=== design 1 ===
**src/rtl/cnn1d_pkg.sv**
```systemverilog
// Shared constants and helpers for the 1D CNN datapath.
package cnn1d_pkg;

    localparam int MULT_PIPE_DEFAULT = 2;

    function automatic int clog2(input int value);
        int result;
        result = 0;
        for (int i = 0; i < 31; i++) begin
            if ((1 << i) < value) result = i + 1;
        end
        return result;
    endfunction

endpackage

```
**src/rtl/adder_tree.sv**
```systemverilog
// Registered binary adder tree: N_IN (power of two, >= 2) inputs, clog2(N_IN) register levels.
module adder_tree #(
    parameter int N_IN  = 4,
    parameter int WIDTH = 27
) (
    input  logic                    clk,
    input  logic                    en,
    input  logic [N_IN*WIDTH-1:0]   data_in,
    output logic [WIDTH-1:0]        sum_out
);

    // Heap-ordered nodes: node k sums children 2k and 2k+1; leaves are the inputs.
    logic [WIDTH-1:0] node_d [1:N_IN-1];
    logic [WIDTH-1:0] node_q [1:N_IN-1];

    always_comb begin
        for (int k = 1; k < N_IN; k++) begin
            node_d[k] = '0;
        end
        for (int k = N_IN / 2; k < N_IN; k++) begin
            node_d[k] = data_in[(2*k-N_IN)*WIDTH +: WIDTH]
                      + data_in[(2*k-N_IN+1)*WIDTH +: WIDTH];
        end
        for (int k = 1; k < N_IN / 2; k++) begin
            node_d[k] = node_q[2*k] + node_q[2*k+1];
        end
    end

    always_ff @(posedge clk) begin
        if (en) node_q <= node_d;
    end

    assign sum_out = node_q[1];

endmodule

```
**src/rtl/mult.sv**
```systemverilog
// Pipelined multiplier wrapper with clock enable; SIGNED selects two's-complement operands.
module mult #(
    parameter int DATA_WIDTH = 12,
    parameter int PIPE_WIDTH = 2,
    parameter bit SIGNED     = 1'b1
) (
    input  logic                      clk,
    input  logic                      clken,
    input  logic [DATA_WIDTH-1:0]     dataa,
    input  logic [DATA_WIDTH-1:0]     datab,
    output logic [2*DATA_WIDTH-1:0]   result
);

    logic [2*DATA_WIDTH-1:0] a_ext;
    logic [2*DATA_WIDTH-1:0] b_ext;
    logic [2*DATA_WIDTH-1:0] product;
    logic [2*DATA_WIDTH-1:0] pipe_d [PIPE_WIDTH];
    logic [2*DATA_WIDTH-1:0] pipe_q [PIPE_WIDTH];

    // Low 2*DATA_WIDTH bits of the widened product are exact for both modes.
    assign a_ext   = {{DATA_WIDTH{SIGNED & dataa[DATA_WIDTH-1]}}, dataa};
    assign b_ext   = {{DATA_WIDTH{SIGNED & datab[DATA_WIDTH-1]}}, datab};
    assign product = a_ext * b_ext;

    always_comb begin
        pipe_d[0] = product;
        for (int i = 1; i < PIPE_WIDTH; i++) begin
            pipe_d[i] = pipe_q[i-1];
        end
    end

    always_ff @(posedge clk) begin
        if (clken) pipe_q <= pipe_d;
    end

    assign result = pipe_q[PIPE_WIDTH-1];

endmodule

```
**src/rtl/mult_reduce_par.sv**
```systemverilog
// Multiply-reduce engine: LANES products per beat, adder tree, window accumulator.
module mult_reduce_par
    import cnn1d_pkg::*;
#(
    parameter int DATA_WIDTH     = 12,
    parameter int NUM_ELEMENTS   = 5,
    parameter int LANES          = 1,
    parameter int PIPE_WIDTH     = MULT_PIPE_DEFAULT,
    parameter bit SIGNED         = 1'b1,
    localparam int RESULT_WIDTH  = 2*DATA_WIDTH + clog2(NUM_ELEMENTS)
) (
    input  logic                          clk,
    input  logic                          rst,
    output logic                          mult_reduce_ready_in,
    input  logic                          mult_reduce_valid_in,
    input  logic [LANES*DATA_WIDTH-1:0]   mult_reduce_dataa_in,
    input  logic [LANES*DATA_WIDTH-1:0]   mult_reduce_datab_in,
    input  logic                          mult_reduce_ready_out,
    output logic                          mult_reduce_valid_out,
    output logic [RESULT_WIDTH-1:0]       mult_reduce_result_out
);

    localparam int BEATS       = NUM_ELEMENTS / LANES;
    localparam int TREE_STAGES = clog2(LANES);
    localparam int VLD_DEPTH   = PIPE_WIDTH + TREE_STAGES;
    localparam int CNT_W       = (clog2(BEATS) > 0) ? clog2(BEATS) : 1;
    localparam int PROD_W      = 2*DATA_WIDTH;

    logic                         en;
    logic [VLD_DEPTH-1:0]         vld_d, vld_q;
    logic [LANES*RESULT_WIDTH-1:0] prod_ext;
    logic [RESULT_WIDTH-1:0]      tree_sum;
    logic [RESULT_WIDTH-1:0]      acc_d, acc_q;
    logic [RESULT_WIDTH-1:0]      result_d, result_q;
    logic [CNT_W-1:0]             cnt_d, cnt_q;
    logic                         valid_out_d, valid_out_q;

    // Whole datapath freezes only while a finished result waits on downstream.
    assign en                   = !(valid_out_q && !mult_reduce_ready_out);
    assign mult_reduce_ready_in = en;

    for (genvar i = 0; i < LANES; i++) begin : g_lane
        logic [PROD_W-1:0] prod;

        mult #(
            .DATA_WIDTH (DATA_WIDTH),
            .PIPE_WIDTH (PIPE_WIDTH),
            .SIGNED     (SIGNED)
        ) u_mult (
            .clk    (clk),
            .clken  (en),
            .dataa  (mult_reduce_dataa_in[i*DATA_WIDTH +: DATA_WIDTH]),
            .datab  (mult_reduce_datab_in[i*DATA_WIDTH +: DATA_WIDTH]),
            .result (prod)
        );

        if (SIGNED) begin : g_sext
            assign prod_ext[i*RESULT_WIDTH +: RESULT_WIDTH] = RESULT_WIDTH'($signed(prod));
        end else begin : g_zext
            assign prod_ext[i*RESULT_WIDTH +: RESULT_WIDTH] = RESULT_WIDTH'(prod);
        end
    end

    if (LANES > 1) begin : g_tree
        adder_tree #(
            .N_IN  (LANES),
            .WIDTH (RESULT_WIDTH)
        ) u_adder_tree (
            .clk     (clk),
            .en      (en),
            .data_in (prod_ext),
            .sum_out (tree_sum)
        );
    end else begin : g_no_tree
        assign tree_sum = prod_ext;
    end

    always_comb begin
        vld_d       = vld_q;
        acc_d       = acc_q;
        cnt_d       = cnt_q;
        result_d    = result_q;
        valid_out_d = valid_out_q;

        if (en) vld_d = VLD_DEPTH'({vld_q, mult_reduce_valid_in});

        if (valid_out_q && mult_reduce_ready_out) valid_out_d = 1'b0;

        // A completing window in the handshake cycle keeps valid_out high with new data.
        if (en && vld_q[VLD_DEPTH-1]) begin
            if (cnt_q < CNT_W'(BEATS - 1)) begin
                acc_d = acc_q + tree_sum;
                cnt_d = cnt_q + CNT_W'(1);
            end else begin
                result_d    = acc_q + tree_sum;
                valid_out_d = 1'b1;
                acc_d       = '0;
                cnt_d       = '0;
            end
        end
    end

    always_ff @(posedge clk) begin
        if (rst) begin
            vld_q       <= '0;
            acc_q       <= '0;
            cnt_q       <= '0;
            result_q    <= '0;
            valid_out_q <= 1'b0;
        end else begin
            vld_q       <= vld_d;
            acc_q       <= acc_d;
            cnt_q       <= cnt_d;
            result_q    <= result_d;
            valid_out_q <= valid_out_d;
        end
    end

    assign mult_reduce_valid_out  = valid_out_q;
    assign mult_reduce_result_out = result_q;

endmodule

```
**config.mk**
```make
export PLATFORM = sky130hd
export DESIGN_NAME = mult_reduce_par
export DESIGN_NICKNAME = d
export VERILOG_FILES = /design/src/rtl/cnn1d_pkg.sv /design/src/rtl/adder_tree.sv /design/src/rtl/mult.sv /design/src/rtl/mult_reduce_par.sv
export SDC_FILE = /design/constraint.sdc
export NUM_CORES = 1
export LEC_CHECK = 0
export ABC_CLOCK_PERIOD_IN_PS = 7700
export CAP_MARGIN = 20
export CORE_MARGIN = 2
export CORE_UTILIZATION = 45
export CTS_BUF_LIST = sky130_fd_sc_hd__clkbuf_8
export CTS_CLUSTER_SIZE = 8
export DETAILED_ROUTE_END_ITERATION = 10
export MAX_ROUTING_LAYER = met4
export PLACE_DENSITY_LB_ADDON = 0.08
export SLEW_MARGIN = 20
export SYNTH_ARGS = -nofsm -noshare
export SYNTH_HDL_FRONTEND = slang
export SYNTH_SLANG_ARGS = --single-unit
```
**constraint.sdc**
```tcl
create_clock -name clk -period 7.7 [get_ports clk]
set_input_delay 1.155 -clock clk [delete_from_list [all_inputs] [get_ports clk]]
set_output_delay 1.155 -clock clk [all_outputs]
set_load 0.02 [all_outputs]
```
=== design 2 ===
[config.mk]
export PLATFORM = sky130hd
export DESIGN_NAME = cpu_boot_ctrl_flat
export DESIGN_NICKNAME = d
export VERILOG_FILES = /design/src/rtl/cpu_boot_ctrl_pkg.sv /design/src/rtl/cpu_boot_ctrl_if.sv /design/src/rtl/cpu_boot_ctrl_loader.sv /design/src/rtl/cpu_boot_ctrl.sv /design/src/flat_wrapper.sv
export SDC_FILE = /design/constraint.sdc
export NUM_CORES = 1
export LEC_CHECK = 0
export CORE_ASPECT_RATIO = 1.75
export CORE_MARGIN = 4
export CORE_UTILIZATION = 30
export CTS_CLUSTER_SIZE = 40
export DETAILED_ROUTE_END_ITERATION = 8
export GPL_TIMING_DRIVEN = 0
export PLACE_DENSITY = 0.76
export SETUP_SLACK_MARGIN = 0.3
export SYNTH_ARGS = -nofsm -noshare
export SYNTH_HDL_FRONTEND = slang
export SYNTH_SLANG_ARGS = --single-unit
[constraint.sdc]
create_clock -name clk -period 1.6 [get_ports clk]
set_input_delay 0.32 -clock clk [delete_from_list [all_inputs] [get_ports clk]]
set_output_delay 0.32 -clock clk [all_outputs]
set_load 0.01 [all_outputs]
[src/rtl/cpu_boot_ctrl_pkg.sv]
// cpu_boot_ctrl shared types: boot FSM states,
// word size and a constant-width helper.
package cpu_boot_pkg;

  typedef enum logic [1:0] {
    IDLE = 2'd0,
    LOAD = 2'd1,
    RUN  = 2'd2,
    DONE = 2'd3
  } state_t;

  localparam int WORD_BYTES = 4;

  function automatic int clog2(input int v);
    int r;
    r = 0;
    while ((1 << r) < v) r++;
    return r;
  endfunction

endpackage

[src/rtl/cpu_boot_ctrl_if.sv]
// Boot controller bus bundle: load stream,
// external memory write port and CPU store snoop.
interface cpu_boot_ctrl_if #(
  parameter int DATA_W = 32,
  parameter int ADDR_W = 32
);
  logic              ld_valid;
  logic [DATA_W-1:0] ld_data;
  logic              ld_ready;
  logic              Ext_MemWrite;
  logic [DATA_W-1:0] Ext_WriteData;
  logic [ADDR_W-1:0] Ext_DataAdr;
  logic              MemWrite;
  logic [DATA_W-1:0] WriteData;
  logic [ADDR_W-1:0] DataAdr;

  modport master (
    input  ld_valid, ld_data,
    input  MemWrite, WriteData, DataAdr,
    output ld_ready,
    output Ext_MemWrite, Ext_WriteData,
    output Ext_DataAdr
  );

  modport slave (
    output ld_valid, ld_data,
    output MemWrite, WriteData, DataAdr,
    input  ld_ready,
    input  Ext_MemWrite, Ext_WriteData,
    input  Ext_DataAdr
  );
endinterface

[src/rtl/cpu_boot_ctrl_loader.sv]
// Load phase: stream handshake, word counter and
// registered external memory writes.
module cpu_boot_loader
  import cpu_boot_pkg::*;
#(
  parameter int DATA_W     = 32,
  parameter int ADDR_W     = 32,
  parameter int LOAD_WORDS = 16,
  parameter logic [ADDR_W-1:0] LOAD_BASE = '0
) (
  input  logic            clk,
  input  logic            reset,
  input  logic            en,
  cpu_boot_ctrl_if.master bus,
  output logic            last
);

  localparam int CL = clog2(LOAD_WORDS);
  localparam int CW = (CL < 1) ? 1 : CL;

  logic [CW-1:0]     cnt_q, cnt_d;
  logic              we_q, we_d;
  logic [DATA_W-1:0] wd_q, wd_d;
  logic [ADDR_W-1:0] wa_q, wa_d;
  logic              hs;

  assign hs   = en & bus.ld_valid;
  assign last = hs && (cnt_q == CW'(LOAD_WORDS - 1));

  always_comb begin
    cnt_d = cnt_q;
    we_d  = hs;
    wd_d  = wd_q;
    wa_d  = wa_q;
    if (hs) begin
      wd_d  = bus.ld_data;
      wa_d  = LOAD_BASE
            + ADDR_W'(cnt_q) * ADDR_W'(WORD_BYTES);
      cnt_d = last ? '0 : cnt_q + 1'b1;
    end
  end

  always_ff @(posedge clk or negedge reset) begin
    if (!reset) begin
      cnt_q <= '0;
      we_q  <= 1'b0;
      wd_q  <= '0;
      wa_q  <= '0;
    end else begin
      cnt_q <= cnt_d;
      we_q  <= we_d;
      wd_q  <= wd_d;
      wa_q  <= wa_d;
    end
  end

  assign bus.ld_ready      = en;
  assign bus.Ext_MemWrite  = we_q;
  assign bus.Ext_WriteData = wd_q;
  assign bus.Ext_DataAdr   = wa_q;

endmodule

[src/rtl/cpu_boot_ctrl.sv]
// CPU boot/supervisor: load, run, snoop result.
// Optional run timeout via CPU_BOOT_TIMEOUT_EN.
module cpu_boot_ctrl
  import cpu_boot_pkg::*;
#(
  parameter int DATA_W      = 32,
  parameter int ADDR_W      = 32,
  parameter int LOAD_WORDS  = 16,
  parameter logic [ADDR_W-1:0] LOAD_BASE   = '0,
  parameter logic [ADDR_W-1:0] RESULT_ADDR = 'h64,
  parameter int OUT_W       = 8,
  parameter int TIMEOUT_CYC = 4096
) (
  input  logic             clk,
  input  logic             reset,
  input  logic             CPU_start,
  cpu_boot_ctrl_if.master  bus,
  output logic             cpu_reset,
  output logic [OUT_W-1:0] final_output,
  output logic             busy,
  output logic             done,
  output logic             timeout
);

  state_t           state_q, state_d;
  logic [OUT_W-1:0] final_q, final_d;
  logic             timeout_q, timeout_d;
  logic             ld_last;
  logic             res_hit;
  logic             to_hit;

  cpu_boot_loader #(
    .DATA_W     (DATA_W),
    .ADDR_W     (ADDR_W),
    .LOAD_WORDS (LOAD_WORDS),
    .LOAD_BASE  (LOAD_BASE)
  ) u_loader (
    .clk   (clk),
    .reset (reset),
    .en    (state_q == LOAD),
    .bus   (bus),
    .last  (ld_last)
  );

`ifdef CPU_BOOT_TIMEOUT_EN
  localparam int TL = clog2(TIMEOUT_CYC);
  localparam int TW = (TL > 16) ? TL : 16;

  logic [TW-1:0] run_cnt_q, run_cnt_d;

  // Zero outside RUN, so every RUN entry starts from 0
  assign run_cnt_d = (state_q == RUN)
                   ? run_cnt_q + 1'b1 : '0;
  assign to_hit    = (state_q == RUN)
                   && (run_cnt_q == TW'(TIMEOUT_CYC - 1));

  always_ff @(posedge clk or negedge reset) begin
    if (!reset) run_cnt_q <= '0;
    else        run_cnt_q <= run_cnt_d;
  end
`else
  assign to_hit = 1'b0;
`endif

  assign res_hit = bus.MemWrite
                && (bus.DataAdr == RESULT_ADDR);

  always_comb begin
    state_d   = state_q;
    final_d   = final_q;
    timeout_d = timeout_q;
    unique case (state_q)
      IDLE, DONE: begin
        if (CPU_start) begin
          state_d   = LOAD;
          timeout_d = 1'b0;
        end
      end
      LOAD: begin
        if (ld_last) state_d = RUN;
      end
      RUN: begin
        // Result store beats a same-cycle timeout
        if (res_hit) begin
          final_d = bus.WriteData[OUT_W-1:0];
          state_d = DONE;
        end else if (to_hit) begin
          final_d   = '1;
          timeout_d = 1'b1;
          state_d   = DONE;
        end
      end
      default: state_d = IDLE;
    endcase
  end

  always_ff @(posedge clk or negedge reset) begin
    if (!reset) begin
      state_q   <= IDLE;
      final_q   <= '0;
      timeout_q <= 1'b0;
    end else begin
      state_q   <= state_d;
      final_q   <= final_d;
      timeout_q <= timeout_d;
    end
  end

  assign cpu_reset    = (state_q != RUN);
  assign busy         = (state_q == LOAD)
                     || (state_q == RUN);
  assign done         = (state_q == DONE);
  assign final_output = final_q;
  assign timeout      = timeout_q;

endmodule

[src/flat_wrapper.sv]
// flat-port wrapper written by rule: the top's interface ports become plain ports
module cpu_boot_ctrl_flat import cpu_boot_pkg::*;
#(
  parameter int DATA_W      = 32,
  parameter int ADDR_W      = 32,
  parameter int LOAD_WORDS  = 16,
  parameter logic [ADDR_W-1:0] LOAD_BASE   = '0,
  parameter logic [ADDR_W-1:0] RESULT_ADDR = 'h64,
  parameter int OUT_W       = 8,
  parameter int TIMEOUT_CYC = 4096
)
  (clk, reset, CPU_start, cpu_reset, final_output, busy, done, timeout, bus_ld_valid, bus_ld_data, bus_MemWrite, bus_WriteData, bus_DataAdr, bus_ld_ready, bus_Ext_MemWrite, bus_Ext_WriteData, bus_Ext_DataAdr);
  cpu_boot_ctrl_if #(.DATA_W(DATA_W), .ADDR_W(ADDR_W)) bus_i ();
  input  logic clk;
  input  logic reset;
  input  logic CPU_start;
  output logic cpu_reset;
  output logic [OUT_W-1:0] final_output;
  output logic busy;
  output logic done;
  output logic timeout;
  input wire logic [$bits(bus_i.ld_valid)-1:0] bus_ld_valid;
  input wire logic [$bits(bus_i.ld_data)-1:0] bus_ld_data;
  input wire logic [$bits(bus_i.MemWrite)-1:0] bus_MemWrite;
  input wire logic [$bits(bus_i.WriteData)-1:0] bus_WriteData;
  input wire logic [$bits(bus_i.DataAdr)-1:0] bus_DataAdr;
  output wire logic [$bits(bus_i.ld_ready)-1:0] bus_ld_ready;
  output wire logic [$bits(bus_i.Ext_MemWrite)-1:0] bus_Ext_MemWrite;
  output wire logic [$bits(bus_i.Ext_WriteData)-1:0] bus_Ext_WriteData;
  output wire logic [$bits(bus_i.Ext_DataAdr)-1:0] bus_Ext_DataAdr;
  assign bus_i.ld_valid = bus_ld_valid;
  assign bus_i.ld_data = bus_ld_data;
  assign bus_i.MemWrite = bus_MemWrite;
  assign bus_i.WriteData = bus_WriteData;
  assign bus_i.DataAdr = bus_DataAdr;
  assign bus_ld_ready = bus_i.ld_ready;
  assign bus_Ext_MemWrite = bus_i.Ext_MemWrite;
  assign bus_Ext_WriteData = bus_i.Ext_WriteData;
  assign bus_Ext_DataAdr = bus_i.Ext_DataAdr;
  cpu_boot_ctrl #(.DATA_W(DATA_W), .ADDR_W(ADDR_W), .LOAD_WORDS(LOAD_WORDS), .LOAD_BASE(LOAD_BASE), .RESULT_ADDR(RESULT_ADDR), .OUT_W(OUT_W), .TIMEOUT_CYC(TIMEOUT_CYC)) u_core (.clk(clk), .reset(reset), .CPU_start(CPU_start), .bus(bus_i), .cpu_reset(cpu_reset), .final_output(final_output), .busy(busy), .done(done), .timeout(timeout));
endmodule
Figure 1. Clock network drawn from the DEF (design 2).
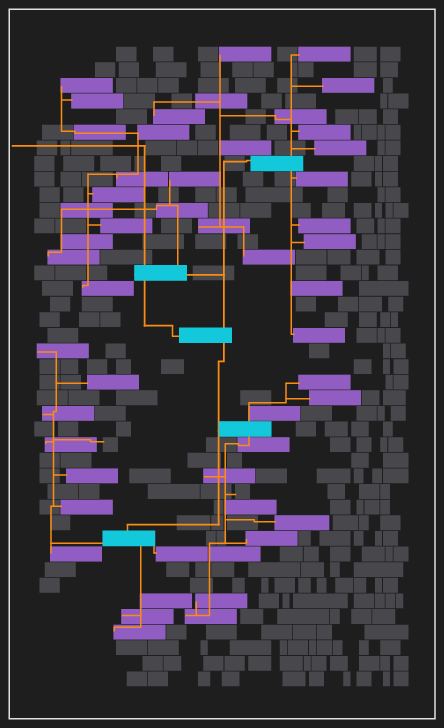
cells driving clock nets: marked cyan, count 5. clock wires: marked orange, length 607 µm. flip-flops: marked purple, count 51.
There are 6 routed clock nets.
P_clk: 0.00104 W
clock share of power: 15.3%

==> Table 3: Implementation characteristics, design 2 <==
Summary of implementation characteristics

Parameter                              Value

Outcome
  Run status .................. complete, no violations

Place
  Area after detailed placement .................. 3920 µm²
  Weighted congestion reported at the end of routability-driven placement .................. 0.6941

Final layout
  Logic gate fraction of the total cell area .................. 26.65%
  Number of nets in the layout .................. 448
  Number of clock buffers in the layout .................. 5
  Area growth from synthesis to layout .................. 92.70%
  Most frequent logic cell in the layout .................. dfrtp_1
  Number of ordinary and repair buffers in the finished layout .................. between 150 and 200

Routing
  Remaining antenna violation count .................. 0

Worst setup path
  Levels on crit path .................. 3
  Worst path arrival time .................. about 1.2 ns

Clock network
  Root Driver .................. clkbuf_16
  Clock tree from TritonCTS .................. done

Yosys
  Ys flops .................. between 50 and 60
  Number of enable-type register cells in the synthesized netlist .................. 0
  Post-synthesis cell count .................. between 150 and 200

Timing
  Min Tclk post-route .................. ~1.5 ns
  Final total negative setup slack .................. 0 ns

Die
  Number of I/O pins .................. ~180
  Core area .................. around 7300 µm²
## design 2: repair_timing
action / 4_1_cts / 5_1_grt
pin swaps: 14 / 11
endpoints found under the setup margin: 94 / 83
hold buffers: 1 / 0
buffers inserted: 5 / 5
hold endpoints to repair: 12 / 0
gates cloned: 1 / 3
gates resized: 186 / 62
## design 2: worst register-to-register path, stage by stage (launching register included)
cell and delay [ns]:
dfrtp_2 0.44, inv_2 0.09, ha_4 0.18, nand2_8 0.10
inv_12 0.10, clkbuf_16 0.15, mux2_4 0.29
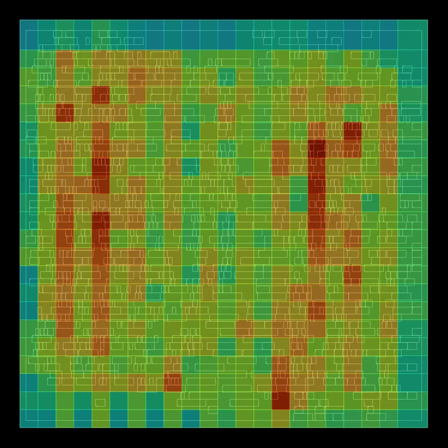
Figure 2: design 1, routing congestion.
global-route met3 utilization: 1.412%
core utilization of the finished layout: 50.55%
met1 Track Usage GR: 26.53%
met2 Resource Use GR: 29.62%
average wire length per cell after detail routing: 14.97 µm

==> Table 3: Implementation characteristics, design 1 <==
Summary of implementation characteristics

Parameter                              Value

Timing
  Fin. max-slew vios .................. 0

Clock network
  Number of buffers inserted by hold repair at cts .................. 0
  Clock latency on the worst-skew pair .................. approximately 0.38 ns

Worst setup path
  Worst Setup Path Type .................. in -> reg
  Largest stage delay on the critical path .................. ~0.67 ns
  Worst reg2reg path startpoint .................. g_lane[0].u_mult.result[0]$_DFFE_PN_

Die
  Number of I/O pins .................. 57

Yosys
  Ys flops .................. between 100 and 150
  Simple-gate share of the synthesized area .................. approximately 15%
  Total number of yosys warnings .................. 0
  Complex-gate fraction of the synthesized area .................. around an eighth

Place
  Port Buffers .................. between 50 and 60
  Worst slack at placement .................. roughly 0.65 ns

Final layout
  Most frequent logic cell in the layout .................. inv_1
  Total number of sequential cells .................. between 100 and 150
  Comb_multi_in .................. around 760

Routing
  Drt initial violations .................. about 250
  Wire length after detailed routing .................. 21.03 mm

Outcome
  Run status .................. complete, no violations
design 1: report_power, final:
part | total (W) | internal [W] | switching [W]
clock | 0.000365 | 0.000158 | 0.000207
combinational | 0.00312 | 0.00140 | 0.00171
sequential | 0.000951 | 0.000900 | 0.0000511
design 1: flip-flops by register name, summed over array words and instances, names as in the netlist:
| register | cells |
|---|---|
| acc_q | 27 |
| cnt_q | 3 |
| g_lane.u_mult.pipe_d | 24 |
| g_lane.u_mult.result | 24 |
| mult_reduce_result_out | 27 |
| mult_reduce_valid_out | 1 |
| vld_q | 2 |


==> layout pictures side by side <==
Port wiring.
picture 1
Scale bar: 50 µm.
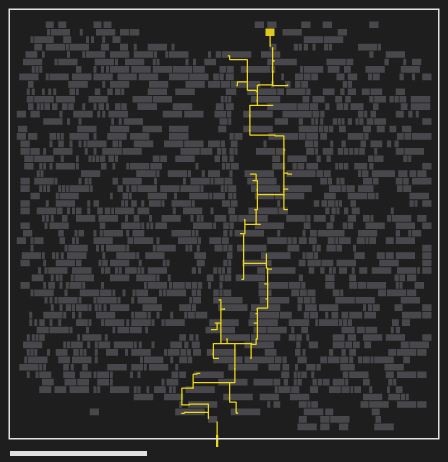
picture 2
Scale bar: 20 µm.
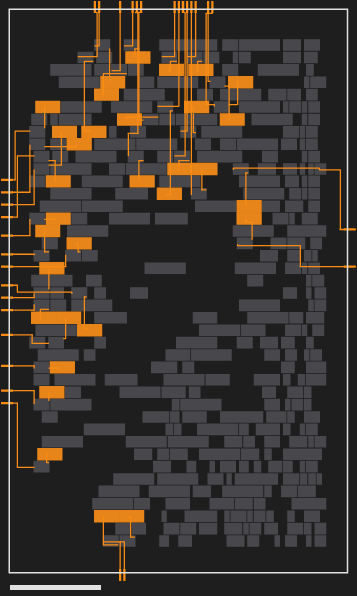
design 1 -> picture 1
design 2 -> picture 2
- most cells: picture 1

Power and IR drop assume default switching activity.
